# if_fetch_stage

if_fetch_stage, cell sizes after repair:
The bar under the picture is 20 um long.
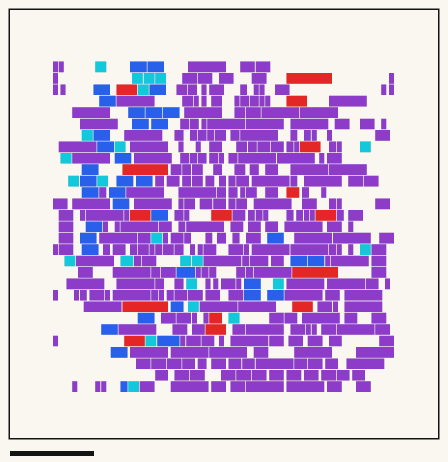
if_fetch_stage, clock distribution:
The bar under the picture is 20 um long.
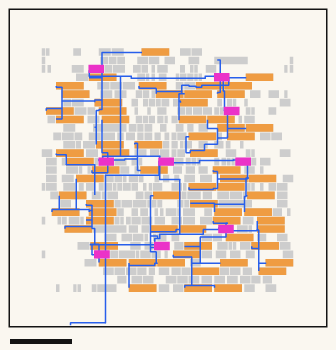
<file path="src/rtl/if_fetch_stage.sv">
// rtl/if_fetch_stage.sv - instruction-fetch stage: PC, I-cache request, IF/ID register
//
// Purpose: owns the PC and fetches 16-bit instructions from the I-cache. It also
//   loads the IF/ID register, handles variable-latency cache responses, hazard
//   stalls, branch redirects resolved in ID, and halting of fetch on HLT
//   (opcode 4'hF).
// Optional feature: IF_STALL_CNT_EN adds a saturating fetch-stall counter.
//   When it is undefined, stall_cycles reads as zero.
// Ports:
//   clk, rst_n                 clock (rising edge) and async active-low reset
//   imem_req, imem_addr        fetch request/address to the I-cache
//   imem_rdata, imem_valid     I-cache response (valid=0 while a miss is in progress)
//   stall_if                   hazard hold of PC and IF/ID
//   branch_taken, branch_target  ID-resolved redirect (flushes IF/ID)
//   ifid_instr, ifid_pc_plus2, ifid_valid  IF/ID pipeline register
//   halt_fetched               fetch stopped on HLT
//   stall_cycles               fetch stall counter
module if_fetch_stage #(
  parameter int              PC_W      = 16,
  parameter logic [PC_W-1:0] RESET_PC  = '0,
  parameter logic [15:0]     NOP_INSTR = 16'h0000
) (
  input  logic            clk,
  input  logic            rst_n,
  output logic            imem_req,
  output logic [PC_W-1:0] imem_addr,
  input  logic [15:0]     imem_rdata,
  input  logic            imem_valid,
  input  logic            stall_if,
  input  logic            branch_taken,
  input  logic [PC_W-1:0] branch_target,
  output logic [15:0]     ifid_instr,
  output logic [PC_W-1:0] ifid_pc_plus2,
  output logic            ifid_valid,
  output logic            halt_fetched,
  output logic [15:0]     stall_cycles
);

  typedef enum logic [1:0] {RUN, DRAIN, HALTED} state_t;

  state_t          state, state_n;
  logic [PC_W-1:0] pc, pc_n;
  logic [PC_W-1:0] drain_addr, drain_n;
  logic [15:0]     instr_n;
  logic [PC_W-1:0] pc2_n;
  logic            valid_n;
  logic            halt_n;
  logic [PC_W-1:0] pc_plus2;

  assign pc_plus2  = pc + PC_W'(2);
  assign imem_req  = (state != HALTED);
  // While draining, the cache must keep seeing the address of the outstanding miss.
  assign imem_addr = (state == DRAIN) ? drain_addr : pc;

  always_comb begin
    state_n = state;
    pc_n    = pc;
    drain_n = drain_addr;
    instr_n = ifid_instr;
    pc2_n   = ifid_pc_plus2;
    valid_n = ifid_valid;
    halt_n  = halt_fetched;
    if (branch_taken) begin
      // Redirect wins over stall_if; whatever was fetched this cycle is wrong-path.
      pc_n    = branch_target;
      instr_n = NOP_INSTR;
      valid_n = 1'b0;
      halt_n  = 1'b0;
      unique case (state)
        RUN: begin
          if (!imem_valid) begin
            drain_n = pc;
            state_n = DRAIN;
          end else begin
            state_n = RUN;
          end
        end
        DRAIN:   state_n = imem_valid ? RUN : DRAIN;
        default: state_n = RUN;
      endcase
    end else begin
      unique case (state)
        RUN: begin
          if (imem_valid && !stall_if) begin
            instr_n = imem_rdata;
            pc2_n   = pc_plus2;
            valid_n = 1'b1;
            if (imem_rdata[15:12] == 4'hF) begin
              state_n = HALTED;
              halt_n  = 1'b1;
            end else begin
              pc_n = pc_plus2;
            end
          end else if (!imem_valid && !stall_if) begin
            instr_n = NOP_INSTR;
            valid_n = 1'b0;
          end
        end
        DRAIN: begin
          if (imem_valid) state_n = RUN;
          if (!stall_if) begin
            instr_n = NOP_INSTR;
            valid_n = 1'b0;
          end
        end
        default: begin
          halt_n = 1'b1;
          if (!stall_if) begin
            instr_n = NOP_INSTR;
            valid_n = 1'b0;
          end
        end
      endcase
    end
  end

  always_ff @(posedge clk or negedge rst_n) begin
    if (!rst_n) begin
      state         <= RUN;
      pc            <= RESET_PC;
      drain_addr    <= '0;
      ifid_instr    <= NOP_INSTR;
      ifid_pc_plus2 <= '0;
      ifid_valid    <= 1'b0;
      halt_fetched  <= 1'b0;
    end else begin
      state         <= state_n;
      pc            <= pc_n;
      drain_addr    <= drain_n;
      ifid_instr    <= instr_n;
      ifid_pc_plus2 <= pc2_n;
      ifid_valid    <= valid_n;
      halt_fetched  <= halt_n;
    end
  end

`ifdef IF_STALL_CNT_EN
  logic [15:0] stall_q;
  logic        stall_inc;

  // A DRAIN cycle that is also waiting on the cache counts once.
  assign stall_inc = (state == DRAIN) || (imem_req && !imem_valid);

  always_ff @(posedge clk or negedge rst_n) begin
    if (!rst_n) begin
      stall_q <= 16'h0000;
    end else if (stall_inc && (stall_q != 16'hFFFF)) begin
      stall_q <= stall_q + 16'h0001;
    end
  end

  assign stall_cycles = stall_q;
`else
  assign stall_cycles = 16'h0000;
`endif

endmodule

</file>
<file path="config.mk">
export PLATFORM = sky130hd
export DESIGN_NAME = if_fetch_stage
export DESIGN_NICKNAME = d
export VERILOG_FILES = /design/src/rtl/if_fetch_stage.sv
export SDC_FILE = /design/constraint.sdc
export NUM_CORES = 1
export LEC_CHECK = 0
export CORE_MARGIN = 10
export CORE_UTILIZATION = 50
export DETAILED_ROUTE_END_ITERATION = 12
export GPL_TIMING_DRIVEN = 1
export MAX_ROUTING_LAYER = met4
export PLACE_DENSITY = 0.85
export SLEW_MARGIN = 10
export SYNTH_ARGS = -nofsm -noshare
export SYNTH_HDL_FRONTEND = slang
export SYNTH_SLANG_ARGS = --single-unit
</file>
<file path="constraint.sdc">
create_clock -name clk -period 3.53 [get_ports clk]
set_input_delay 0.706 -clock clk [delete_from_list [all_inputs] [get_ports clk]]
set_output_delay 0.706 -clock clk [all_outputs]
set_load 0.05 [all_outputs]
</file>
==> results.rst <==
Implementation results
======================

.. list-table::
   :header-rows: 1

   * - Metric
     - Value
   * - Outcome
     - complete, no violations
   * - Worst path most repeated cell
     - sky130_fd_sc_hd__buf_4
   * - Main area contributors
     - sky130_fd_sc_hd__dfrtp_1 (51%), sky130_fd_sc_hd__mux2_2 (11%), sky130_fd_sc_hd__a22o_1 (4.2%)
   * - Post-detailed-route wirelength per cell
     - about 18 um
   * - Min-Delay Startpoint
     - ifid_valid
   * - Number of distinct library cells after synthesis
     - 39
   * - Yosys Chip Area
     - between 3000 and 4000 um^2
   * - Input/output buffers
     - between 80 and 90
   * - Kind of start point of the critical path
     - register
   * - Endpoints failing hold
     - 0
   * - Reg2Reg Depth
     - 5
   * - Area taken by flip-flops and latches
     - about 1700 um^2
   * - Fmax achieved
     - 340 MHz
   * - Startpoint-to-endpoint class of the critical path
     - register to primary output
   * - Top non-seq family
     - simple AND/OR/NAND/NOR gates
   * - # diodes
     - 0
   * - Layout Utilization
     - ~69%
   * - Post-CTS clock slew at the launch and capture registers of the worst setup and hold paths
     - about 80 ps
   * - Worst Setup EP
     - imem_addr[15]
   * - Crit path from
     - state[0]
   * - Die width
     - roughly 100 um
   * - Routed wire length
     - between 8000 and 9000 um
   * - CP peak stage delay
     - roughly 510 ps
   * - Lkg Pwr
     - between 1.5 and 2 nW
   * - Maximum fanout encountered on the critical timing path
     - 12
   * - Routed vias/inst
     - between 5 and 6
   * - DRC marker count from the first detailed-route iteration
     - between 200 and 300
   * - Post-Layout Cell Count
     - approximately 480
   * - Post-synthesis sequential element count
     - about 68
   * - Non-clock buffering overhead
     - about a fifth
   * - DRT antenna net count
     - 0
   * - Xor-xnor portion of the synthesized cell area
     - 4.43%
   * - Well tap count
     - between 70 and 80
   * - Endpoint, Worst Hold
     - ifid_valid
   * - Peak ir drop on the vdd network
     - approximately 0.34 mV
   * - Layout sequential cell count
     - roughly 68
   * - Resize count post-CTS
     - 0
## Picture notes: 'cell sizes after repair' of if_fetch_stage
legend:
  blue:
    size: _2 cells
    cells: 37
    share: 9.3%
    most_used: mux2_2
  purple:
    size: _0 and _1 cells
    cells: 325
    share: 81%
    most_used: clkdlybuf4s50_1
  red:
    size: _6 and larger
    cells: 15
    share: 3.8%
    most_used: clkbuf_8
  cyan:
    size: _3 and _4 cells
    cells: 23
    share: 5.8%
    most_used: buf_4
minimum setup slack in the final design: 590 ps
number of buffers outside the clock class in the layout: 93
total non-filler cell area in the finished layout: 4430 um^2
layout-stage area growth over the synthesis result: 31.8%

## Picture notes: 'clock distribution' of if_fetch_stage
legend:
  blue:
    item: clock wires
    length: 860 um
  magenta:
    item: clock drivers
    count: 9
  orange:
    item: flip-flops
    count: 68
routed clock nets: 10
Clock Latency Late Sink: 360 ps
clock tree skew after final layout: 8.67 ps
part of the total power dissipated in the clock network: 33.2%

## placed cells by master (no fill, tap or decap), drive strengths merged, types with 2 or more instances in the layout
cell	netlist	final
xor2	5	5
a31oi	9	9
a21oi	3	3
dfrtp	68	68
nor3	4	4
clkbuf	20	9
clkinv	1	2
mux2	33	33
xnor2	12	12
conb	1	16
nand3	7	7
and4	2	2
or3	3	3
buf	22	23
o21ai	22	22
and3	5	5
nor2b	2	2
nor2	15	15
or4	5	5
nand2	34	34
o31ai	6	6
a22o	16	16
nand4	6	6
nand3b	3	3
inv	2	4
bufinv	0	4
clkdlybuf4s50	0	70
nor4	4	4
## report_power, final
| group | switching (mW) | internal (mW) | total (mW) | leakage [nW] |
|---|---|---|---|---|
| sequential | 0.0882 | 0.888 | 0.977 | 0.847 |
| clock | 0.322 | 0.547 | 0.868 | 0.134 |
| combinational | 0.494 | 0.275 | 0.769 | 0.888 |
## layer usage
layer | global-route usage (%) | up-vias
met3 | 6.01 | 19
li1 | - | 1256
met4 | 7.48 | 0
met5 | - | -
met2 | 27.4 | 122
met1 | 21.0 | 1331
## critical path: cells and delay by family, from the launching register on
family,cells,cell delay (ps)
and+or+nand+nor,1,510
buffers and inverters,2,510
DFF,1,460
muxes,1,390

# adder_pipe_acc

adder_pipe_acc, clock wiring as the flow saved it:
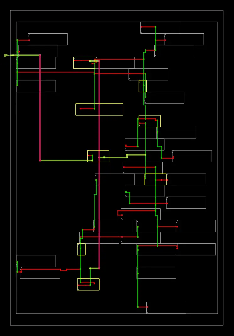
==> src/rtl/adder_pipe_acc.sv <==
// Pipelined unsigned adder with valid/ready flow control and a running accumulator.
// A single global stall freezes every slot whenever the last one holds an untaken result.
module adder_pipe_acc #(
    parameter int WIDTH  = 8,
    parameter int STAGES = 2
) (
    input  logic             clk,
    input  logic             rst_n,
    input  logic             in_valid,
    output logic             in_ready,
    input  logic [WIDTH-1:0] a,
    input  logic [WIDTH-1:0] b,
    input  logic             mode,
    input  logic             clr,
    output logic             out_valid,
    input  logic             out_ready,
    output logic [WIDTH:0]   sum,
    output logic             acc_ovf
);

    localparam int SW = WIDTH + 1;

    logic [STAGES-1:0] vld_q, vld_d;
    logic [SW-1:0]     sum_q [STAGES];
    logic [SW-1:0]     sum_d [STAGES];
    logic [SW-1:0]     acc_q, acc_d;
    logic              ovf_q, ovf_d;

    logic              advance;
    logic              accept;
    logic [SW-1:0]     acc_base;
    logic [SW:0]       acc_full;
    logic [SW-1:0]     result;

    assign advance  = !vld_q[STAGES-1] || out_ready;
    assign accept   = in_valid && advance;
    assign in_ready = advance;

    // Clear is applied before the accumulate, so clr + accept yields plain a.
    always_comb begin
        acc_base = clr ? '0 : acc_q;
        acc_full = {1'b0, acc_base} + {2'b00, a};
        result   = mode ? acc_full[SW-1:0] : ({1'b0, a} + {1'b0, b});

        // NOTE: every comb output gets a default first so no latch is inferred.
        acc_d = acc_base;
        ovf_d = clr ? 1'b0 : ovf_q;
        if (accept && mode) begin
            acc_d = acc_full[SW-1:0];
            ovf_d = ovf_d | acc_full[SW];
        end
    end

    always_comb begin
        vld_d = vld_q;
        sum_d = sum_q;
        if (advance) begin
            vld_d[0] = accept;
            sum_d[0] = accept ? result : '0;
            for (int i = 1; i < STAGES; i++) begin
                vld_d[i] = vld_q[i-1];
                sum_d[i] = sum_q[i-1];
            end
        end
    end

    // NOTE: the sum slots are reset too, so sum reads 0 during and after reset.
    always_ff @(posedge clk or negedge rst_n) begin
        if (!rst_n) begin
            vld_q <= '0;
            acc_q <= '0;
            ovf_q <= 1'b0;
            for (int i = 0; i < STAGES; i++) begin
                sum_q[i] <= '0;
            end
        end else begin
            vld_q <= vld_d;
            acc_q <= acc_d;
            ovf_q <= ovf_d;
            for (int i = 0; i < STAGES; i++) begin
                sum_q[i] <= sum_d[i];
            end
        end
    end

    assign out_valid = vld_q[STAGES-1];
    assign sum       = sum_q[STAGES-1];
    assign acc_ovf   = ovf_q;

endmodule
==> config.mk <==
export PLATFORM = sky130hd
export DESIGN_NAME = adder_pipe_acc
export DESIGN_NICKNAME = d
export VERILOG_FILES = /design/src/rtl/adder_pipe_acc.sv
export SDC_FILE = /design/constraint.sdc
export NUM_CORES = 1
export LEC_CHECK = 0
export CAP_MARGIN = 10
export CORE_ASPECT_RATIO = 1.5
export CORE_UTILIZATION = 56
export CTS_CLUSTER_SIZE = 12
export DETAILED_ROUTE_END_ITERATION = 10
export GPL_TIMING_DRIVEN = 0
export HOLD_SLACK_MARGIN = 0.06
export PLACE_DENSITY_LB_ADDON = 0.12
export SLEW_MARGIN = 20
export SYNTH_ARGS = -nofsm -noshare
export SYNTH_HDL_FRONTEND = slang
export SYNTH_SLANG_ARGS = --single-unit
==> constraint.sdc <==
create_clock -name clk -period 4.5 [get_ports clk]
set_clock_uncertainty 0.2 [all_clocks]
set_input_delay 0.45 -clock clk [delete_from_list [all_inputs] [get_ports clk]]
set_output_delay 0.45 -clock clk [all_outputs]
set_load 0.1 [all_outputs]
==> results.rst <==
Implementation results
======================

.. list-table::
   :header-rows: 1

   * - Metric
     - Value
   * - Post-CTS clock slew at the launch and capture registers of the worst setup and hold paths
     - around 70 ps
   * - Most used logic cell in the final layout
     - sky130_fd_sc_hd__nand2_1
   * - Global-route wire length before repair
     - approximately 6300 um
   * - Sequential portion of the cell area
     - between 30 and 40%
   * - Largest net degree at the start of global routing
     - 31
   * - Flip-flop and latch power
     - 0.323 mW
   * - Combinational share of cell area
     - roughly 43%
   * - Cell internal pwr
     - a little under 0.6 mW
   * - Main area contributors
     - sky130_fd_sc_hd__dfrtp_1 (39%), sky130_fd_sc_hd__ha_1 (11%), sky130_fd_sc_hd__nand2_1 (9.5%)
   * - Die height
     - between 70 and 80 um
   * - Pins Over Slew Limit
     - 0
   * - Outcome
     - complete, no violations
   * - Well tap count
     - around 40
   * - Fmax achieved
     - around 310 MHz
   * - Sum of negative setup slack
     - 0 ps
   * - Portion of synthesized cell area occupied by the leading cell type
     - between 30% and 40%
   * - Worst reg-to-reg setup slack
     - 1900 ps
Notes on 'clock wiring as the flow saved it' of adder_pipe_acc above:
total number of clock tree sinks: 30
power in the clock group: 0.268 mW

==> cell families (layout without fill, tap and decap cells) <==
logic type | count (synthesis) | count (layout)
compound gates | 42 | 42
simple gates | 80 | 80
buf+inv | 20 | 62
mux | 6 | 6
xor+xnor | 11 | 11
flops | 30 | 30
fa+ha+maj | 18 | 18
==> sequential cells by signal, indices dropped and copies added (netlist names) <==
name / cells
vld_q: 2
acc_ovf: 1
acc_q: 9
sum_q: 9
sum: 9
==> metrics by stage <==
step / utilization (%) / instances
after floorplan: - / 207
after global routing: 75.1 / 289
after global placement: 71.6 / 280
final: 75.1 / 289
after detailed placement: 71.4 / 280
after CTS: 75.1 / 289
==> critical path: stages <==
cell                              delay, ps
sky130_fd_sc_hd__clkdlybuf4s50_1        460
sky130_fd_sc_hd__nor2b_1                 60
sky130_fd_sc_hd__inv_2                   80
sky130_fd_sc_hd__clkbuf_1               330
sky130_fd_sc_hd__clkdlybuf4s50_1       1210
==> layer usage <==
layer / vias to the layer above / wire, um / global-route usage [%]
met3: 5 / 75 / 2.69
met4: 0 / 72 / 13.0
met1: 679 / 1630 / 28.3
met2: 28 / 1840 / 38.7
met5: - / 0 / 0
li1: 778 / - / -

# axis_rr_arbiter

axis_rr_arbiter, cell sizes after repair:
The bar under the picture is 20 um long.
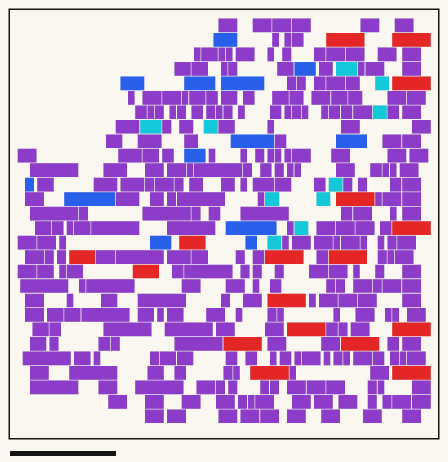
axis_rr_arbiter, where the registers sit:
The bar under the picture is 20 um long.
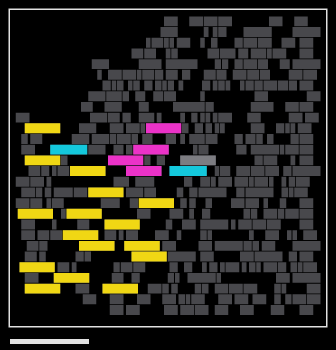
$ cat src/rtl/axis_ic_pkg.sv
// axis_ic_pkg: shared types and helpers for the AXI4-Stream interconnect blocks.
package axis_ic_pkg;

    typedef enum logic {IDLE = 1'b0, XFER = 1'b1} state_t;

    localparam int DATA_W_DEF  = 8;
    localparam int DEST_W_DEF  = 5;
    localparam int MAX_MASTERS = 8;

    function automatic logic [2:0] onehot_to_idx(input logic [MAX_MASTERS-1:0] oh);
        logic [2:0] idx;
        idx = '0;
        for (int i = 0; i < MAX_MASTERS; i++)
            if (oh[i]) idx = idx | 3'(i);
        return idx;
    endfunction

endpackage

$ cat src/rtl/axis_rr_pick.sv
// axis_rr_pick: combinational round-robin picker; searches upward from last+1 with wrap,
// ignoring requesters set in mask.
module axis_rr_pick
    import axis_ic_pkg::*;
#(
    parameter int N  = 4,
    parameter int IW = $clog2(N)
) (
    input  logic [N-1:0]  req,
    input  logic [IW-1:0] last,
    input  logic [N-1:0]  mask,
    output logic [N-1:0]  gnt,
    output logic [IW-1:0] idx,
    output logic          any_req
);

    logic [N-1:0]  req_m;
    logic [IW-1:0] k;

    assign req_m = req & ~mask;

    always_comb begin
        gnt     = '0;
        idx     = '0;
        any_req = 1'b0;
        k       = '0;
        for (int i = 1; i <= N; i++) begin
            k = IW'((int'(last) + i) % N);
            if (!any_req && req_m[k]) begin
                any_req = 1'b1;
                gnt[k]  = 1'b1;
                idx     = k;
            end
        end
    end

endmodule

$ cat src/rtl/axis_rr_arbiter.sv
// axis_rr_arbiter: N-to-1 AXI4-Stream round-robin arbiter, grant locked from first beat
// through tlast, zero-buffer combinational pass-through.
module axis_rr_arbiter
    import axis_ic_pkg::*;
#(
    parameter int NUM_MASTERS = 4,
    parameter int DATA_W      = DATA_W_DEF,
    parameter int DEST_W      = DEST_W_DEF,
    parameter int CNT_W       = 16
) (
    input  logic                          i_sclk,
    input  logic                          i_srst_n,
    input  logic [NUM_MASTERS-1:0]        i_s_tvalid,
    input  logic [NUM_MASTERS*DATA_W-1:0] i_s_tdata,
    input  logic [NUM_MASTERS*DEST_W-1:0] i_s_tdest,
    input  logic [NUM_MASTERS-1:0]        i_s_tlast,
    output logic [NUM_MASTERS-1:0]        o_s_tready,
    output logic                          o_m_tvalid,
    output logic [DATA_W-1:0]             o_m_tdata,
    output logic [DEST_W-1:0]             o_m_tdest,
    output logic                          o_m_tlast,
    input  logic                          i_m_tready,
    output logic [NUM_MASTERS-1:0]        o_grant,
    output logic                          o_busy,
    output logic [CNT_W-1:0]              o_pkt_cnt
);

    localparam int IW = $clog2(NUM_MASTERS);

    state_t                 state, state_nxt;
    logic [NUM_MASTERS-1:0] grant, pick_gnt, mask;
    logic [IW-1:0]          last_grant, pick_idx, g;
    logic [CNT_W-1:0]       pkt_cnt;
    logic                   pick_any, xfer, g_valid, g_last, done, load;

    assign g       = IW'(onehot_to_idx(MAX_MASTERS'(grant)));
    assign xfer    = state == XFER;
    assign g_valid = i_s_tvalid[g];
    assign g_last  = i_s_tlast[g];
    assign done    = xfer && g_valid && i_m_tready && g_last;
    // the finishing master is excluded from the same-cycle pick so others get a turn
    assign mask    = done ? grant : '0;
    assign load    = !xfer || done;

    axis_rr_pick #(.N(NUM_MASTERS)) u_pick (
        .req     (i_s_tvalid),
        .last    (last_grant),
        .mask    (mask),
        .gnt     (pick_gnt),
        .idx     (pick_idx),
        .any_req (pick_any)
    );

    always_ff @(posedge i_sclk or negedge i_srst_n) begin
        if (!i_srst_n) state <= IDLE;
        else           state <= state_nxt;
    end

    always_comb begin
        state_nxt = load ? (pick_any ? XFER : IDLE) : XFER;
    end

    always_ff @(posedge i_sclk or negedge i_srst_n) begin
        if (!i_srst_n) begin
            grant      <= '0;
            last_grant <= IW'(NUM_MASTERS - 1);
            pkt_cnt    <= '0;
        end else begin
            if (load) grant <= pick_gnt;
            if (load && pick_any) last_grant <= pick_idx;
            if (done) pkt_cnt <= pkt_cnt + 1'b1;
        end
    end

    always_comb begin
        o_s_tready = (xfer && i_m_tready) ? grant : '0;
        o_m_tvalid = xfer && g_valid;
        o_m_tlast  = xfer && g_last;
        o_m_tdata  = xfer ? i_s_tdata[g*DATA_W +: DATA_W] : '0;
        o_m_tdest  = xfer ? i_s_tdest[g*DEST_W +: DEST_W] : '0;
        o_grant    = grant;
        o_busy     = xfer;
        o_pkt_cnt  = pkt_cnt;
    end

endmodule

$ cat config.mk
export PLATFORM = sky130hd
export DESIGN_NAME = axis_rr_arbiter
export DESIGN_NICKNAME = d
export VERILOG_FILES = /design/src/rtl/axis_ic_pkg.sv /design/src/rtl/axis_rr_pick.sv /design/src/rtl/axis_rr_arbiter.sv
export SDC_FILE = /design/constraint.sdc
export NUM_CORES = 1
export LEC_CHECK = 0
export CAP_MARGIN = 20
export CORE_UTILIZATION = 35
export CTS_CLUSTER_DIAMETER = 120
export DETAILED_ROUTE_END_ITERATION = 8
export GPL_ROUTABILITY_DRIVEN = 0
export GPL_TIMING_DRIVEN = 1
export PLACE_DENSITY_LB_ADDON = 0.3
export SLEW_MARGIN = 40
export SYNTH_ARGS = -nofsm -noshare
export SYNTH_HDL_FRONTEND = slang
export SYNTH_SLANG_ARGS = --single-unit
$ cat constraint.sdc
create_clock -name i_sclk -period 3.4 [get_ports i_sclk]
set_clock_uncertainty 0.2 [all_clocks]
set_input_delay 0.34 -clock i_sclk [delete_from_list [all_inputs] [get_ports i_sclk]]
set_output_delay 0.34 -clock i_sclk [all_outputs]
set_load 0.05 [all_outputs]
==> results.rst <==
Implementation results
======================

.. list-table::
   :header-rows: 1

   * - Metric
     - Value
   * - # diodes
     - 0
   * - Kind of start point of the critical path
     - register
   * - Layout Utilization
     - approximately 58%
   * - Number of distinct library cells after synthesis
     - approximately 51
   * - Endpoint of the most critical register-to-register path
     - o_grant[2]
   * - Synth async-reset ratio
     - 100%
   * - CP arrival
     - 3030 ps
   * - Post-detailed-placement cell area
     - 3370 um^2
   * - Well tap count
     - between 70 and 80
   * - Total power
     - around 3.4 mW
   * - Relative contribution of combinational cells to total power
     - 80.9%
   * - Die height
     - about 80 um
   * - Total clock buffers created by CTS
     - 3
   * - WL met3
     - roughly 760 um
   * - Lkg Pwr
     - between 1 and 1.5 nW
   * - Sequential portion of the cell area
     - about 17%
   * - Total number of clock tree sinks
     - 23
   * - Total Nets Final
     - between 400 and 500
   * - Via Count
     - between 2000 and 2500
   * - Die width
     - between 80 and 90 um
   * - Worst Setup EP
     - o_grant[2]
   * - Peak-usage layer in the global routing report
     - met2
   * - Share of layout cells above drive strength 1
     - 11.1%
   * - Hold path depth
     - 1
   * - Logic inverters
     - 9
   * - Layout-stage area growth over the synthesis result
     - 59.3%
   * - Yosys Chip Area
     - 2150 um^2
   * - Top cell type by instance count after synthesis
     - sky130_fd_sc_hd__nand2_1
   * - Count of warning messages emitted by the tools
     - 32
   * - Post-synth tally of flip-flops with integrated enable
     - 0
   * - Power dissipated by switching net loads
     - ~1.8 mW
   * - Cell taking the most area after synthesis
     - sky130_fd_sc_hd__dfrtp_1
   * - Clock buffer count in the final layout
     - 4
   * - # Max-Cap Violations
     - 0
   * - DRC marker count from the first detailed-route iteration
     - 186
   * - Outcome
     - complete, no violations
   * - Post-CTS clock slew at the launch and capture registers of the worst setup and hold paths
     - roughly 80 ps
   * - Logic area
     - about 1500 um^2
   * - Worst hold-check path type
     - register to register
   * - Worst slew slack as a fraction of its limit
     - between 60% and 70%
   * - Routed wire length
     - ~7000 um
## Picture notes: 'cell sizes after repair' of axis_rr_arbiter
legend:
  purple:
    size: _0 and _1 cells
    cells: 321
    share: 89%
    most_used: clkdlybuf4s50_1
  blue:
    size: _2 cells
    cells: 13
    share: 3.6%
  red:
    size: _6 and larger
    cells: 17
    share: 4.7%
    most_used: buf_12
  cyan:
    size: _3 and _4 cells
    cells: 10
    share: 2.8%
    most_used: buf_4

## Picture notes: 'where the registers sit' of axis_rr_arbiter
legend:
  cyan:
    netlist_name: `last_grant`
    flops: 2
  magenta:
    netlist_name: `o_grant`
    flops: 4
    where: middle
  yellow:
    netlist_name: `o_pkt_cnt`
    flops: 16
not colored: 1

-- cells by family (layout without fill, tap and decap cells) --
logic type      count (synthesis)  after routing  share of synthesized area (%)
compound gates                 57             57                           19.1
xor+xnor                       16             16                           6.51
fa+ha+maj                       8              8                           4.65
buf+inv                        27            123                           5.35
flops                          23             23                           26.9
mux                            21             21                           11.0
simple gates                  113            113                           26.5
-- stage by stage --
step / cells / setup slack, ps
global route: 436 / 57.4
global placement: 431 / 316
CTS: 436 / 287
finish: 436 / 346
detailed placement: 431 / 230
floorplan: 265 / 303
-- critical path, cell delays in order (launching register included) --
cell	delay, ps
sky130_fd_sc_hd__dfrtp_1	600
sky130_fd_sc_hd__nor2b_1	240
sky130_fd_sc_hd__o21ai_0	220
sky130_fd_sc_hd__o221ai_1	220
sky130_fd_sc_hd__o31ai_2	400
sky130_fd_sc_hd__mux2_1	370
sky130_fd_sc_hd__o22ai_1	360
sky130_fd_sc_hd__a221oi_1	140
sky130_fd_sc_hd__a31oi_1	210
-- timing repair --
action,in CTS,in global routing
endpoints found under the setup margin,0,0
hold buffers,1,0
endpoints found under the hold margin,21,0
buffers inserted,0,0

# traffic_light_renderer

File: config.mk
export PLATFORM = sky130hd
export DESIGN_NAME = traffic_light_renderer
export DESIGN_NICKNAME = d
export VERILOG_FILES = /design/src/rtl/traffic_light_renderer.sv
export SDC_FILE = /design/constraint.sdc
export NUM_CORES = 1
export LEC_CHECK = 0
export CAP_MARGIN = 20
export CORE_UTILIZATION = 35
export DETAILED_ROUTE_END_ITERATION = 8
export PLACE_DENSITY_LB_ADDON = 0.12
export SETUP_SLACK_MARGIN = 0.15
export SKIP_LAST_GASP = 1
export SYNTH_ARGS = -nofsm -noshare
export SYNTH_HDL_FRONTEND = slang
export SYNTH_SLANG_ARGS = --single-unit
export TNS_END_PERCENT = 50
File: constraint.sdc
create_clock -name clk -period 1.89 [get_ports clk]
set_input_delay 0.4725 -clock clk [delete_from_list [all_inputs] [get_ports clk]]
set_output_delay 0.4725 -clock clk [all_outputs]
set_load 0.1 [all_outputs]
File: src/rtl/traffic_light_renderer.sv
// Pixel stage behind the 640x480 VGA timing generator: frame-timed traffic-light
// phase FSM and a 2-cycle pipeline that paints the signal head as 12-bit RGB.
module traffic_light_renderer #(
  parameter int RED_FRAMES        = 300,
  parameter int RED_YELLOW_FRAMES = 60,
  parameter int GREEN_FRAMES      = 300,
  parameter int YELLOW_FRAMES     = 90,
  parameter int LAMP_X            = 288,
  parameter int LAMP_Y0           = 96,
  parameter int LAMP_SIZE         = 64,
  parameter int LAMP_GAP          = 32,
  parameter int HOUSING_MARGIN    = 16
) (
  input  logic        clk,
  input  logic        rst,
  input  logic        hsync_in,
  input  logic        vsync_in,
  input  logic        video_on,
  input  logic [9:0]  x,
  input  logic [9:0]  y,
  input  logic        hold,
  output logic        hsync_out,
  output logic        vsync_out,
  output logic [11:0] rgb,
  output logic [1:0]  phase
);

  typedef enum logic [1:0] {
    RED        = 2'd0,
    RED_YELLOW = 2'd1,
    GREEN      = 2'd2,
    YELLOW     = 2'd3
  } phase_t;

  localparam int CW = 16;
  localparam logic [10:0] HX0 = 11'(LAMP_X - HOUSING_MARGIN);
  localparam logic [10:0] HX1 = 11'(LAMP_X + LAMP_SIZE + HOUSING_MARGIN);
  localparam logic [10:0] HY0 = 11'(LAMP_Y0 - HOUSING_MARGIN);
  localparam logic [10:0] HY1 = 11'(LAMP_Y0 + 3*LAMP_SIZE + 2*LAMP_GAP + HOUSING_MARGIN);
  localparam logic [10:0] LX0 = 11'(LAMP_X);
  localparam logic [10:0] LX1 = 11'(LAMP_X + LAMP_SIZE);

  phase_t          r_phase;
  logic [CW-1:0]   r_cnt;
  logic            r_vs_prev;
  logic [CW-1:0]   w_dur_m1;
  logic            w_tick;

  logic            r_s1_hs, r_s1_vs, r_s1_vo, r_s1_house;
  logic [2:0]      r_s1_lamp;
  logic            r_hs, r_vs;
  logic [11:0]     r_rgb;

  logic [10:0]     w_x, w_y;
  logic            w_vo, w_house, w_inx;
  logic [2:0]      w_lamp;
  logic [11:0]     w_rgb;

  // Frame tick on the first cycle of vsync; edge register resets high so a
  // vsync already asserted at reset release does not count as a frame.
  assign w_tick = vsync_in & ~r_vs_prev;

  always_comb begin
    w_dur_m1 = '0;
    case (r_phase)
      RED:        w_dur_m1 = CW'(RED_FRAMES - 1);
      RED_YELLOW: w_dur_m1 = CW'(RED_YELLOW_FRAMES - 1);
      GREEN:      w_dur_m1 = CW'(GREEN_FRAMES - 1);
      YELLOW:     w_dur_m1 = CW'(YELLOW_FRAMES - 1);
      default:    w_dur_m1 = '0;
    endcase
  end

  always_ff @(posedge clk or posedge rst) begin
    if (rst) begin
      r_phase   <= RED;
      r_cnt     <= '0;
      r_vs_prev <= 1'b1;
    end else begin
      r_vs_prev <= vsync_in;
      if (w_tick && !hold) begin
        if (r_cnt == w_dur_m1) begin
          r_cnt <= '0;
          case (r_phase)
            RED:        r_phase <= RED_YELLOW;
            RED_YELLOW: r_phase <= GREEN;
            GREEN:      r_phase <= YELLOW;
            default:    r_phase <= RED;
          endcase
        end else begin
          r_cnt <= r_cnt + 1'b1;
        end
      end
    end
  end

  assign phase = r_phase;

  // Hit tests at 11 bits so bound arithmetic cannot wrap.
  always_comb begin
    w_x     = {1'b0, x};
    w_y     = {1'b0, y};
    w_vo    = video_on && (x < 10'd640) && (y < 10'd480);
    w_house = (w_x >= HX0) && (w_x < HX1) && (w_y >= HY0) && (w_y < HY1);
    w_inx   = (w_x >= LX0) && (w_x < LX1);
    for (int k = 0; k < 3; k++)
      w_lamp[k] = w_inx
                && (w_y >= 11'(LAMP_Y0 + k*(LAMP_SIZE + LAMP_GAP)))
                && (w_y <  11'(LAMP_Y0 + k*(LAMP_SIZE + LAMP_GAP) + LAMP_SIZE));
  end

  always_ff @(posedge clk or posedge rst) begin
    if (rst) begin
      r_s1_hs    <= 1'b0;
      r_s1_vs    <= 1'b0;
      r_s1_vo    <= 1'b0;
      r_s1_house <= 1'b0;
      r_s1_lamp  <= '0;
    end else begin
      r_s1_hs    <= hsync_in;
      r_s1_vs    <= vsync_in;
      r_s1_vo    <= w_vo;
      r_s1_house <= w_house;
      r_s1_lamp  <= w_lamp;
    end
  end

  // Lamps sit inside the housing, so they take priority over the housing grey.
  always_comb begin
    w_rgb = 12'h000;
    if (!r_s1_vo)
      w_rgb = 12'h000;
    else if (r_s1_lamp[0])
      w_rgb = (r_phase == RED || r_phase == RED_YELLOW) ? 12'hF00 : 12'h400;
    else if (r_s1_lamp[1])
      w_rgb = (r_phase == RED_YELLOW || r_phase == YELLOW) ? 12'hFF0 : 12'h440;
    else if (r_s1_lamp[2])
      w_rgb = (r_phase == GREEN) ? 12'h0F0 : 12'h040;
    else if (r_s1_house)
      w_rgb = 12'h333;
  end

  always_ff @(posedge clk or posedge rst) begin
    if (rst) begin
      r_hs  <= 1'b0;
      r_vs  <= 1'b0;
      r_rgb <= 12'h000;
    end else begin
      r_hs  <= r_s1_hs;
      r_vs  <= r_s1_vs;
      r_rgb <= w_rgb;
    end
  end

  assign hsync_out = r_hs;
  assign vsync_out = r_vs;
  assign rgb       = r_rgb;

endmodule

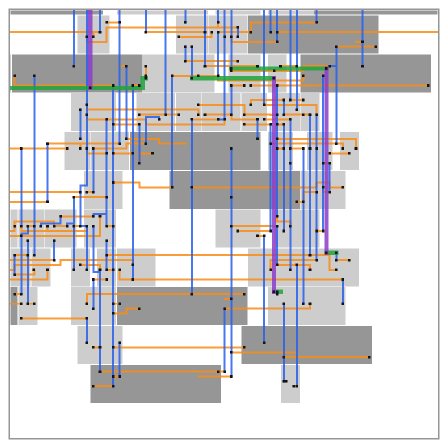
traffic_light_renderer: a small window of the routed layout
Window x 39 to 69, y 3 to 33 um. Cells in gray, sequential cells in the stronger gray; small squares are vias.
legend:
  blue:
    layer: metal 2
  green:
    layer: metal 3
  purple:
    layer: metal 4
  orange:
    layer: metal 1
cells with their middle in the window: 43
sequential cells in the window: 8
most frequent: dfrtp_1 (8), buf_4 (5)
netlist names of flops here include: `r_cnt` (8)

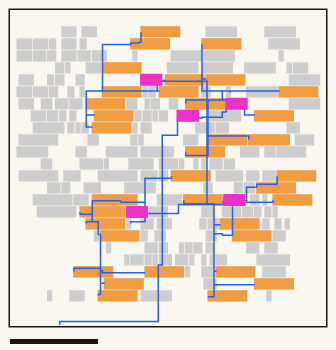
traffic_light_renderer: clock distribution
The bar under the picture is 20 um long.
legend:
  blue:
    item: clock wires
    length: 440 um
  orange:
    item: flip-flops
    count: 35
  magenta:
    item: clock drivers
    count: 5
routed clock nets: 6
power in the clock group: 0.492 mW
part of the total power dissipated in the clock network: 29.5%
clock tree skew after final layout: 8.62 ps

==> results.rst <==
Implementation results
======================

.. list-table::
   :header-rows: 1

   * - Metric
     - Value
   * - Outcome
     - complete, no violations
   * - Detailed-route DRC error count
     - 0
   * - Largest Pwr Group
     - sequential cells
   * - Portion of the post-synthesis area used by sequential elements
     - between 50% and 60%
   * - Cell internal pwr
     - around 1.2 mW
   * - Worst hold-check path type
     - register to register
   * - Peak ir drop on the vdd network
     - about 0.3 mV
   * - Most used logic cell in the final layout
     - sky130_fd_sc_hd__dfrtp_1
   * - Total setup buffers inserted after CTS
     - 8
   * - DRC marker count from the first detailed-route iteration
     - 33
   * - Worst Setup EP
     - phase[0]
   * - Maximum fanout encountered on the critical timing path
     - 8
   * - Crit path from
     - phase[0]
   * - Total GRT Usage
     - around 15%
   * - Well tap count
     - 52
   * - Share of the cycle needed by the critical path after routing
     - 95.4%
   * - Yosys Chip Area
     - roughly 1700 um^2
   * - Mean instance size in the synthesized netlist
     - approximately 11 um^2
   * - Layout sequential cell count
     - 35
## logic make-up after synthesis
logic type,after synthesis,share of synthesized area [%]
buffers and inverters,12,3.84
other,1,0.221
xor gates and xnor gates,19,9.82
AOI/OAI and AO/OA,9,2.81
DFF,35,51.8
muxes,3,2.07
adders and majority gates,6,4.43
and+or+nand+nor,69,25.0
## critical path, delay by kind of cell, from the launching register on
family,cells,cell delay (ps)
DFF,1,510
muxes,1,180
and+or+nand+nor,3,680
adders and majority gates,1,170
buffers and inverters,1,190
## through the flow
stage,util [%],total power [mW],TNS [ps]
after floorplan,-,1.05,-105
after global placement,51.9,1.17,-2430
after detailed placement,51.9,1.18,-2660
after CTS,56.4,1.69,0
after global routing,56.5,1.77,-10.6
final,56.5,1.67,0
## state kept, by name, indices dropped and copies added, names as in the netlist
name / flops
r_s1_hs: 1
r_cnt: 16
r_s1_vo: 1
hsync_out: 1
r_vs_prev: 1
rgb: 7
phase: 2
vsync_out: 1
r_s1_lamp: 3
r_s1_house: 1
r_s1_vs: 1
## layer usage
metal  wire (um)  global-route usage [%]
met1        1450                    18.1
met2        1610                    24.8
met3         131                    4.92
met4          98                    8.28
met5           0                       0

# rca12_share_arbiter

rca12_share_arbiter, clock wiring as the flow saved it:
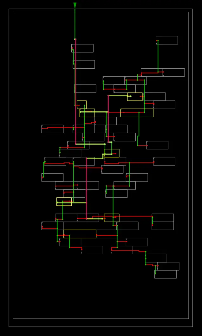
rca12_share_arbiter, where the registers sit:
The bar under the picture is 20 um long.
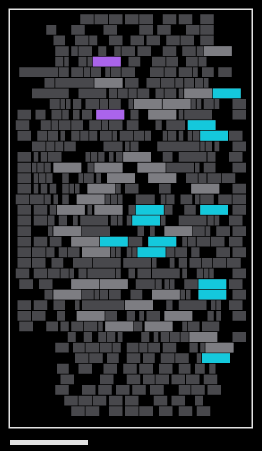
rca12_share_arbiter, clock distribution:
The bar under the picture is 20 um long.
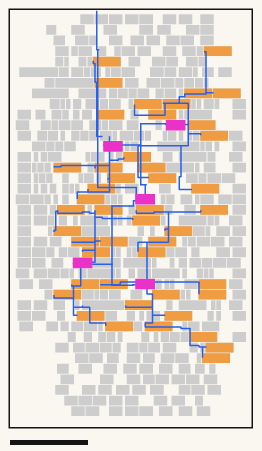
--- src/rtl/rca_arb_pkg.sv ---
// ============================================================================
// rca_arb_pkg : shared constants and FSM state type for the shared-adder arbiter
// Rev 1.0
// ============================================================================
`default_nettype none

package rca_arb_pkg;

    localparam int NREQ  = 4;
    localparam int WIDTH = 12;
    localparam int ID_W  = $clog2(NREQ);

    typedef enum logic [1:0] {
        IDLE = 2'd0,
        CALC = 2'd1,
        RESP = 2'd2
    } arb_state_t;

endpackage

`default_nettype wire

--- src/rtl/RCA_12x12.sv ---
// ============================================================================
// RCA_12x12 : 12-bit unsigned ripple-carry adder with carry out
// Rev 1.0
// ============================================================================
`default_nettype none

module RCA_12x12
    import rca_arb_pkg::*;
(
    input  logic [11:0] a,
    input  logic [11:0] b,
    output logic [11:0] sum,
    output logic        cout
);

    logic [12:0] carry;

    assign carry[0] = 1'b0;

    for (genvar i = 0; i < 12; i++) begin : g_bit
        assign sum[i]     = a[i] ^ b[i] ^ carry[i];
        assign carry[i+1] = (a[i] & b[i]) | (carry[i] & (a[i] ^ b[i]));
    end

    assign cout = carry[12];

endmodule

`default_nettype wire

--- src/rtl/rr_pick.sv ---
// ============================================================================
// rr_pick : combinational round-robin winner search starting just after ptr
// Rev 1.0
// ============================================================================
`default_nettype none

module rr_pick
    import rca_arb_pkg::*;
#(
    parameter int NREQ = 4,
    parameter int ID_W = 2
) (
    input  logic [NREQ-1:0] req,
    input  logic [ID_W-1:0] ptr,
    output logic [ID_W-1:0] grant,
    output logic            any_valid
);

    logic [ID_W-1:0] cand;

    // Walk from the farthest candidate back to ptr+1 so the nearest set bit wins.
    always_comb begin
        grant = '0;
        cand  = '0;
        for (int k = NREQ; k >= 1; k--) begin
            cand = ID_W'((int'(ptr) + k) % NREQ);
            if (req[cand]) begin
                grant = cand;
            end
        end
    end

    assign any_valid = |req;

endmodule

`default_nettype wire

--- src/rtl/rca12_share_arbiter.sv ---
// ============================================================================
// rca12_share_arbiter : round-robin sharing of one RCA_12x12 among NREQ requesters
// Rev 1.0
// ============================================================================
`default_nettype none

module rca12_share_arbiter
    import rca_arb_pkg::*;
#(
    parameter int NREQ  = 4,
    parameter int WIDTH = 12,
    parameter int ID_W  = 2
) (
    input  logic                  clk,
    input  logic                  rst,
    input  logic [NREQ-1:0]       req_valid,
    output logic [NREQ-1:0]       req_ready,
    input  logic [NREQ*WIDTH-1:0] req_a,
    input  logic [NREQ*WIDTH-1:0] req_b,
    output logic                  rsp_valid,
    input  logic                  rsp_ready,
    output logic [WIDTH-1:0]      rsp_sum,
    output logic                  rsp_carry,
    output logic [ID_W-1:0]       rsp_id
);

    if (WIDTH != 12) begin : g_width_err
        $error("rca12_share_arbiter: WIDTH must be 12");
    end
    if (NREQ < 2 || NREQ > 8) begin : g_nreq_err
        $error("rca12_share_arbiter: NREQ must be in 2..8");
    end
    if (ID_W != $clog2(NREQ)) begin : g_idw_err
        $error("rca12_share_arbiter: ID_W must equal clog2(NREQ)");
    end

    arb_state_t state;
    arb_state_t state_nxt;

    logic [ID_W-1:0]  ptr;
    logic [ID_W-1:0]  id_q;
    logic [ID_W-1:0]  grant;
    logic             any_valid;
    logic [WIDTH-1:0] a_q;
    logic [WIDTH-1:0] b_q;
    logic [WIDTH-1:0] add_sum;
    logic             add_cout;

    logic [NREQ-1:0][WIDTH-1:0] req_a_arr;
    logic [NREQ-1:0][WIDTH-1:0] req_b_arr;

    for (genvar i = 0; i < NREQ; i++) begin : g_unpack
        assign req_a_arr[i] = req_a[i*WIDTH +: WIDTH];
        assign req_b_arr[i] = req_b[i*WIDTH +: WIDTH];
    end

    rr_pick #(
        .NREQ (NREQ),
        .ID_W (ID_W)
    ) u_pick (
        .req       (req_valid),
        .ptr       (ptr),
        .grant     (grant),
        .any_valid (any_valid)
    );

    RCA_12x12 u_rca (
        .a    (a_q),
        .b    (b_q),
        .sum  (add_sum),
        .cout (add_cout)
    );

    always_ff @(posedge clk) begin
        if (rst) begin
            state <= IDLE;
        end else begin
            state <= state_nxt;
        end
    end

    always_comb begin
        state_nxt = state;
        case (state)
            IDLE:    if (any_valid) state_nxt = CALC;
            CALC:    state_nxt = RESP;
            RESP:    if (rsp_ready) state_nxt = IDLE;
            default: state_nxt = IDLE;
        endcase
    end

    // Grant is withheld during reset so a reset cycle never looks like a transfer.
    always_comb begin
        req_ready = '0;
        if (state == IDLE && any_valid && !rst) begin
            req_ready[grant] = 1'b1;
        end
    end

    always_ff @(posedge clk) begin
        if (rst) begin
            ptr       <= ID_W'(NREQ - 1);
            a_q       <= '0;
            b_q       <= '0;
            id_q      <= '0;
            rsp_valid <= 1'b0;
            rsp_sum   <= '0;
            rsp_carry <= 1'b0;
            rsp_id    <= '0;
        end else begin
            case (state)
                IDLE: begin
                    if (any_valid) begin
                        a_q  <= req_a_arr[grant];
                        b_q  <= req_b_arr[grant];
                        id_q <= grant;
                        ptr  <= grant;
                    end
                end
                CALC: begin
                    rsp_sum   <= add_sum;
                    rsp_carry <= add_cout;
                    rsp_id    <= id_q;
                    rsp_valid <= 1'b1;
                end
                RESP: begin
                    if (rsp_ready) begin
                        rsp_valid <= 1'b0;
                    end
                end
                default: ;
            endcase
        end
    end

endmodule

`default_nettype wire

--- config.mk ---
export PLATFORM = sky130hd
export DESIGN_NAME = rca12_share_arbiter
export DESIGN_NICKNAME = d
export VERILOG_FILES = /design/src/rtl/rca_arb_pkg.sv /design/src/rtl/RCA_12x12.sv /design/src/rtl/rr_pick.sv /design/src/rtl/rca12_share_arbiter.sv
export SDC_FILE = /design/constraint.sdc
export NUM_CORES = 1
export LEC_CHECK = 0
export CORE_ASPECT_RATIO = 1.75
export CORE_UTILIZATION = 47
export DETAILED_ROUTE_END_ITERATION = 10
export PLACE_DENSITY = 0.87
export REMOVE_ABC_BUFFERS = 1
export SLEW_MARGIN = 20
export SYNTH_ARGS = -nofsm -noshare
export SYNTH_HDL_FRONTEND = slang
export SYNTH_SLANG_ARGS = --single-unit
--- constraint.sdc ---
create_clock -name clk -period 7.7 [get_ports clk]
set_clock_uncertainty 0.2 [all_clocks]
set_input_delay 1.925 -clock clk [delete_from_list [all_inputs] [get_ports clk]]
set_output_delay 1.925 -clock clk [all_outputs]
set_load 0.005 [all_outputs]
==> results.rst <==
Implementation results
======================

.. list-table::
   :header-rows: 1

   * - Metric
     - Value
   * - Outcome
     - complete, no violations
   * - Total Nets Final
     - about 560
   * - Cell internal pwr
     - 0.579 mW
   * - Total GRT Usage
     - about a quarter
   * - Post-synthesis sequential element count
     - about 46
   * - Beginning of the worst register-to-register path
     - a_q[0]
   * - Maximum fanout encountered on the critical timing path
     - 22
   * - Slew at the pin closest to its max-slew limit
     - 1130 ps
   * - Detailed-route DRC error count
     - 0
   * - Largest net degree at the start of global routing
     - ~70
   * - Share of the cycle needed by the critical path after routing
     - a little over four fifths
   * - P_comb
     - about 0.32 mW
   * - Post-CTS clock slew at the launch and capture registers of the worst setup and hold paths
     - about 90 ps
   * - Via Count
     - 2950
   * - Top-level I/O count
     - 123
   * - Resize count post-CTS
     - 0
   * - CP arrival
     - about 4400 ps
   * - Ranking of synthesized cells by instance count
     - sky130_fd_sc_hd__dfxtp_1 (46), sky130_fd_sc_hd__or3_1 (39), sky130_fd_sc_hd__nand2_1 (30), sky130_fd_sc_hd__nor2_1 (30), sky130_fd_sc_hd__mux2i_1 (24)
   * - Initial antenna violation count
     - 0
   * - Number of placed instances, taps included
     - between 500 and 600
   * - Part of the total power dissipated in the clock network
     - between 20% and 30%
   * - Initial DRT Pass Iterations
     - 4
   * - Number of filler instances in the final layout
     - just under 500
   * - Number of buffers outside the clock class in the layout
     - roughly 130
   * - Layout-stage area growth over the synthesis result
     - 45.3%
   * - Power dissipated by switching net loads
     - 0.271 mW
   * - Sum of overflow across all layers after global routing
     - 0
   * - Total non-filler cell area in the finished layout
     - 4310 um^2
   * - Count of multi-input combinational gates
     - around 250
   * - Worst reg-to-reg setup slack
     - 2410 ps
   * - Highest-count cells in the layout ignoring fill and taps
     - sky130_fd_sc_hd__clkdlybuf4s50_1 (121), sky130_fd_sc_hd__dfxtp_1 (46), sky130_fd_sc_hd__or3_1 (39)
   * - Vias in the first global route
     - approximately 2900
   * - Fmax achieved
     - 153 MHz
   * - Power density over the cells
     - about 200 nW/um^2
   * - Hold path depth
     - 2
   * - Endpoint, Worst Hold
     - rsp_sum[8]
   * - Worst slew slack as a fraction of its limit
     - approximately a quarter
   * - Synth async-reset ratio
     - 0%
   * - Top cell type by instance count after synthesis
     - sky130_fd_sc_hd__dfxtp_1
   * - Post-detailed-placement cell area
     - 4150 um^2
## Picture notes: 'clock wiring as the flow saved it' of rca12_share_arbiter
layout sequential cell count: 46
total number of clock tree sinks: 46
power in the clock group: 0.215 mW
clock buffer count in the final layout: 5
total clock buffers created by CTS: 5

## Picture notes: 'where the registers sit' of rca12_share_arbiter
legend:
  purple:
    netlist_name: `state`
    flops: 2
  cyan:
    netlist_name: `rsp_sum`
    flops: 12
    where: right middle
not colored: 32
sequential portion of the cell area: 21.4%
flip-flop and latch power: 0.314 mW
area taken by flip-flops and latches: 921 um^2
Layout Utilization: 70.3%

## Picture notes: 'clock distribution' of rca12_share_arbiter
legend:
  magenta:
    item: clock drivers
    count: 5
  orange:
    item: flip-flops
    count: 46
  blue:
    item: clock wires
    length: 531 um
routed clock nets: 6

## critical path, stage by stage
cell and delay (ps):
sky130_fd_sc_hd__clkdlybuf4s50_1 750, sky130_fd_sc_hd__and3b_1 230, sky130_fd_sc_hd__a311o_1 760, sky130_fd_sc_hd__and2_1 230, sky130_fd_sc_hd__clkdlybuf4s50_1 500
## logic make-up (layout without fill, tap and decap cells)
logic type                 after synthesis  in the layout  synth area share (%)
and+or+nand+nor                        122            122                  21.1
AOI/OAI and AO/OA                       96             96                  24.5
DFF                                     46             46                  31.0
buffers and inverters                   43            148                  7.42
muxes                                   24             24                  8.10
adders and majority gates               12             12                  7.84
## metal layers
layer	routed length, um	vias to the layer above	share of wire, %	global-route usage, %
li1	-	1436	-	-
met1	2950	1388	36	27.9
met2	4550	104	56	46.3
met3	362	22	4.5	3.26
met4	220	0	2.7	11.4
met5	0	-	0	0
## state kept, by name, summed over array words and instances, names as in the netlist
register / flops
rsp_sum: 12
rsp_valid: 1
state: 2
rsp_id: 2
id_q: 2
a_q: 12
rsp_carry: 1
b_q: 12
ptr: 2

# mult_control

mult_control, power grid:
Pins as bars on the die edge. Tap cells in gray.
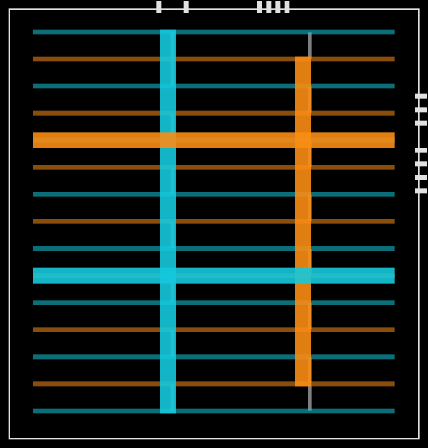
mult_control, clock wiring as the flow saved it:
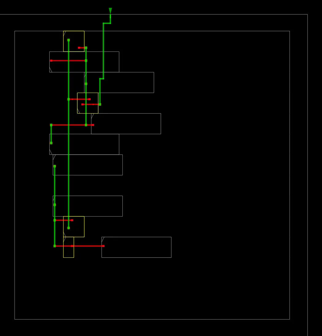
## config.mk

```make
export PLATFORM = sky130hd
export DESIGN_NAME = mult_control
export DESIGN_NICKNAME = d
export VERILOG_FILES = /design/src/rtl/mult_control.sv
export SDC_FILE = /design/constraint.sdc
export NUM_CORES = 1
export LEC_CHECK = 0
export CORE_AREA = 2 2 39 41
export DETAILED_ROUTE_END_ITERATION = 12
export DIE_AREA = 0 0 41 43
export PLACE_DENSITY = 0.63
export SYNTH_ARGS = -nofsm -noshare
export SYNTH_HDL_FRONTEND = slang
export SYNTH_SLANG_ARGS = --single-unit
```

## constraint.sdc

```tcl
create_clock -name Clk -period 3.06 [get_ports Clk]
set_input_delay 0.612 -clock Clk [delete_from_list [all_inputs] [get_ports Clk]]
set_output_delay 0.612 -clock Clk [all_outputs]
set_load 0.01 [all_outputs]
```

## src/rtl/mult_control.sv

```systemverilog
// Sequencing FSM for the shift-add signed multiplier: CLR, then N_BITS ADD/SHIFT pairs, final ADD subtracts.
// Optional MULT_SKIP_ZERO_ADD_EN: iterations whose multiplier bit is 0 spend a single shift cycle instead of two.
module mult_control #(
    parameter int N_BITS = 8
) (
    input  logic Clk,
    input  logic Reset,
    input  logic Run,
    input  logic ClearA_LoadB,
    input  logic M,
    output logic Clear_XA,
    output logic Ld_B,
    output logic Ld_A,
    output logic Ld_X,
    output logic Shift_En,
    output logic Sub,
    output logic Busy,
    output logic Done
);

    localparam int CNT_W = $clog2(N_BITS);
    localparam logic [CNT_W-1:0] LAST = CNT_W'(N_BITS - 1);

    typedef enum logic [2:0] {
        IDLE,
        CLR,
        ADD,
        SHIFT,
        DONE
    } state_t;

    state_t           state;
    logic [CNT_W-1:0] cnt;
    logic             armed;
    logic             last;
    logic             skip;

    assign last = (cnt == LAST);

    // A skipped add turns the ADD slot into the shift for that iteration,
    // so the decision sees the post-shift B[0] on the M input.
`ifdef MULT_SKIP_ZERO_ADD_EN
    assign skip = (state == ADD) && !M;
`else
    assign skip = 1'b0;
`endif

    always_ff @(posedge Clk or posedge Reset) begin
        if (Reset) begin
            state <= IDLE;
            cnt   <= '0;
            armed <= 1'b0;
        end else begin
            armed <= 1'b1;
            case (state)
                IDLE: begin
                    if (Run) state <= CLR;
                end
                CLR: begin
                    cnt   <= '0;
                    state <= ADD;
                end
                ADD: begin
                    if (!skip) begin
                        state <= SHIFT;
                    end else if (last) begin
                        state <= DONE;
                    end else begin
                        cnt <= cnt + 1'b1;
                    end
                end
                SHIFT: begin
                    if (last) begin
                        state <= DONE;
                    end else begin
                        cnt   <= cnt + 1'b1;
                        state <= ADD;
                    end
                end
                DONE: begin
                    if (!Run) state <= IDLE;
                end
                default: state <= IDLE;
            endcase
        end
    end

    always_comb begin
        Clear_XA = 1'b0;
        Ld_B     = 1'b0;
        Ld_A     = 1'b0;
        Ld_X     = 1'b0;
        Shift_En = 1'b0;
        Sub      = 1'b0;
        Busy     = 1'b0;
        Done     = 1'b0;
        case (state)
            IDLE: begin
                // Held quiet for the first cycle after reset release
                if (armed && ClearA_LoadB && !Run) begin
                    Ld_B     = 1'b1;
                    Clear_XA = 1'b1;
                end
            end
            CLR: begin
                Clear_XA = 1'b1;
                Busy     = 1'b1;
            end
            ADD: begin
                Busy = 1'b1;
                if (skip) begin
                    Shift_En = 1'b1;
                end else begin
                    Ld_A = M;
                    Ld_X = M;
                    Sub  = last;
                end
            end
            SHIFT: begin
                Busy     = 1'b1;
                Shift_En = 1'b1;
            end
            DONE: begin
                Done = 1'b1;
            end
            default: ;
        endcase
    end

endmodule

```

==> results.rst <==
Implementation results
======================

.. list-table::
   :header-rows: 1

   * - Metric
     - Value
   * - Total setup buffers inserted after CTS
     - 0
   * - Most common reg cell
     - sky130_fd_sc_hd__dfrtp_1
   * - Share of layout cells above drive strength 1
     - ~11%
   * - CTS root buffer
     - sky130_fd_sc_hd__clkbuf_4
   * - Main area contributors
     - sky130_fd_sc_hd__dfrtp_1 (45%), sky130_fd_sc_hd__o21ai_1 (7.7%), sky130_fd_sc_hd__ha_1 (6.5%)
   * - Yosys Chip Area
     - between 300 and 400 um^2
   * - Weighted congestion reported at the end of routability-driven placement
     - 0.714
   * - Clock tree from TritonCTS
     - done
   * - Mean instance size in the synthesized netlist
     - between 9 and 10 um^2
   * - P_comb
     - roughly 0.23 mW
   * - Resize count post-CTS
     - 0
   * - Data required time of the critical path
     - around 2500 ps
   * - Sequential share of power
     - 34.9%
   * - Worst Setup EP
     - Ld_B
   * - Reg2Reg Depth
     - 4
   * - Outcome
     - complete, no violations
   * - H-tree lvl count
     - 1
   * - Flip-flop and latch power
     - approximately 0.17 mW
   * - Routed vias/inst
     - approximately 4.5
   * - Total Nets Final
     - 63
   * - Registers with the highest flip-flop counts
     - cnt: 3 flops, state: 3 flops, armed: 1 flops
   * - Endpoint, Worst Hold
     - cnt[1]
   * - Worst Setup End Kind
     - primary output
   * - Logic area
     - between 150 and 200 um^2
   * - Peak ir drop on the vdd network
     - 0.319 mV
   * - RSZ-0062 raised after global routing
     - false
   * - Cell area after synthesis
     - just under 400 um^2
   * - Sum of net half-perimeters after detailed placement
     - approximately 520 um
   * - Maximum buffer depth of the clock tree
     - 2
   * - Number of distinct library cells after synthesis
     - 20
   * - Cell taking the most area after synthesis
     - sky130_fd_sc_hd__dfrtp_1
   * - Portion of the post-synthesis area used by sequential elements
     - 45.2%
   * - Relative contribution of combinational cells to total power
     - 48.7%
   * - Synth async-reset ratio
     - 100%
   * - Post-synth tally of flip-flops with integrated enable
     - 0
   * - Clock tree skew after final layout
     - 0.476 ps
   * - Startpoint-to-endpoint class of the critical path
     - primary input to primary output
   * - Area enclosed by the die boundary
     - 1760 um^2
   * - Highest-count cells in the layout ignoring fill and taps
     - sky130_fd_sc_hd__clkdlybuf4s50_1 (12), sky130_fd_sc_hd__dfrtp_1 (7), sky130_fd_sc_hd__o21ai_1 (6)
   * - Post-synthesis sequential element count
     - 7
   * - Worst path most repeated cell
     - sky130_fd_sc_hd__clkdlybuf4s50_1
Notes on 'power grid' of mult_control above:
legend:
  cyan:
    net: VSS
  orange:
    net: VDD
signal pins: 13
met5 straps: 2

Notes on 'clock wiring as the flow saved it' of mult_control above:
total number of clock tree sinks: 7
total clock buffers created by CTS: 3
power in the clock group: 0.0785 mW

-- per-layer routing --
metal  GRT usage [%]  up-vias
met3            1.57        0
met4            8.00        0
li1                -      168
met5               0        -
met2            12.5        7
met1            13.4      143
-- cell families (layout without fill, tap and decap cells) --
group                    after synthesis  count (layout)  synth area share, %
buffers and inverters                  4              18                 5.16
adder cells (fa/ha/maj)                2               2                 6.45
AND-OR/OR-AND                          9               9                 13.9
other                                  1               1                0.967
AND/OR/NAND/NOR                       18              18                 28.4
flip-flops                             7               7                 45.2
-- critical path: cells and delay by family --
kind	cells	cell delay [ps]
buf+inv	2	970
simple gates	2	320
-- layout make-up --
class                   instances  area share, %
multi-input cells              30           35.6
flip-flops and latches          7           32.3
repair buffers                 12           22.2
clock buffers                   4           4.85
well taps                      16           3.70
inverters                       2           1.39
-- through the flow --
| step | utilization, % | cell area, um^2 | std cells |
|---|---|---|---|
| 2_1_floorplan | - | 388 | 41 |
| 3_3_place_gp | 37.3 | 515 | 67 |
| 3_5_place_dp | 37.3 | 515 | 67 |
| 4_1_cts | 39.2 | 542 | 71 |
| 5_1_grt | 39.2 | 542 | 71 |
| 6_report | 39.2 | 542 | 71 |


==> gallery <==
A small window of the routed layout.
(a)
Window x 20 to 50, y 3 to 33 um. Cells in gray, sequential cells in the stronger gray; small squares are vias.
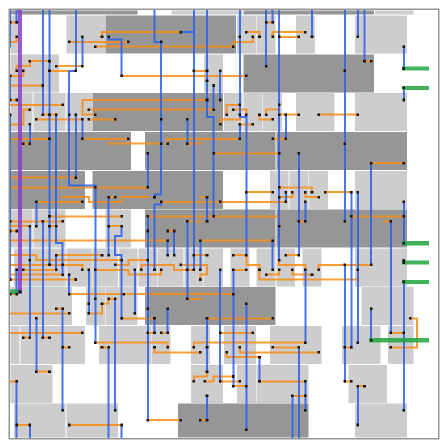
(b)
Window x 45 to 75, y 5 to 35 um. Cells in gray, sequential cells in the stronger gray; small squares are vias.
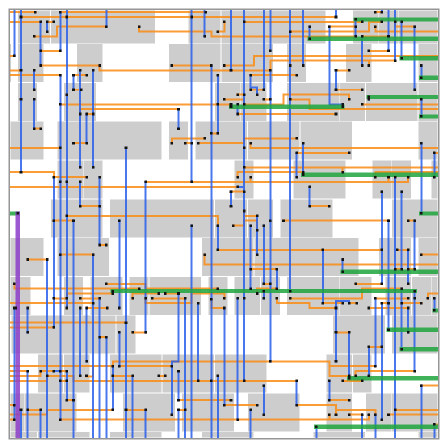
(c)
Window x 61 to 91, y 10 to 40 um. Cells in gray, sequential cells in the stronger gray; small squares are vias.
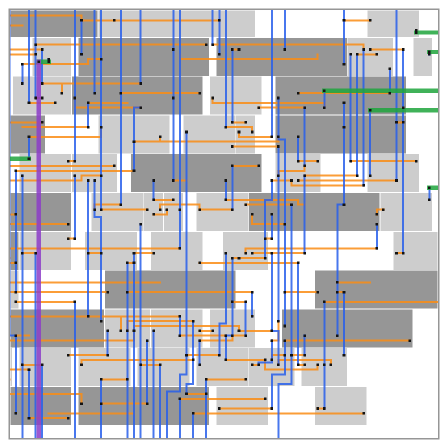
(d)
Window x 32 to 62, y 12 to 42 um. Cells in gray, sequential cells in the stronger gray; small squares are vias.
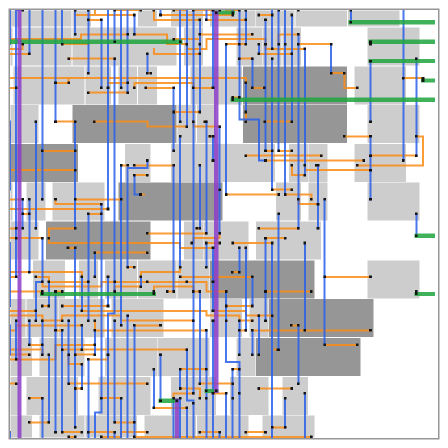
- axis_rr_arbiter = (b)
- rca12_share_arbiter = (d)
- adder_pipe_acc = (a)
- if_fetch_stage = (c)

Power figures rest on the tool's default switching activity, not on a simulated workload.
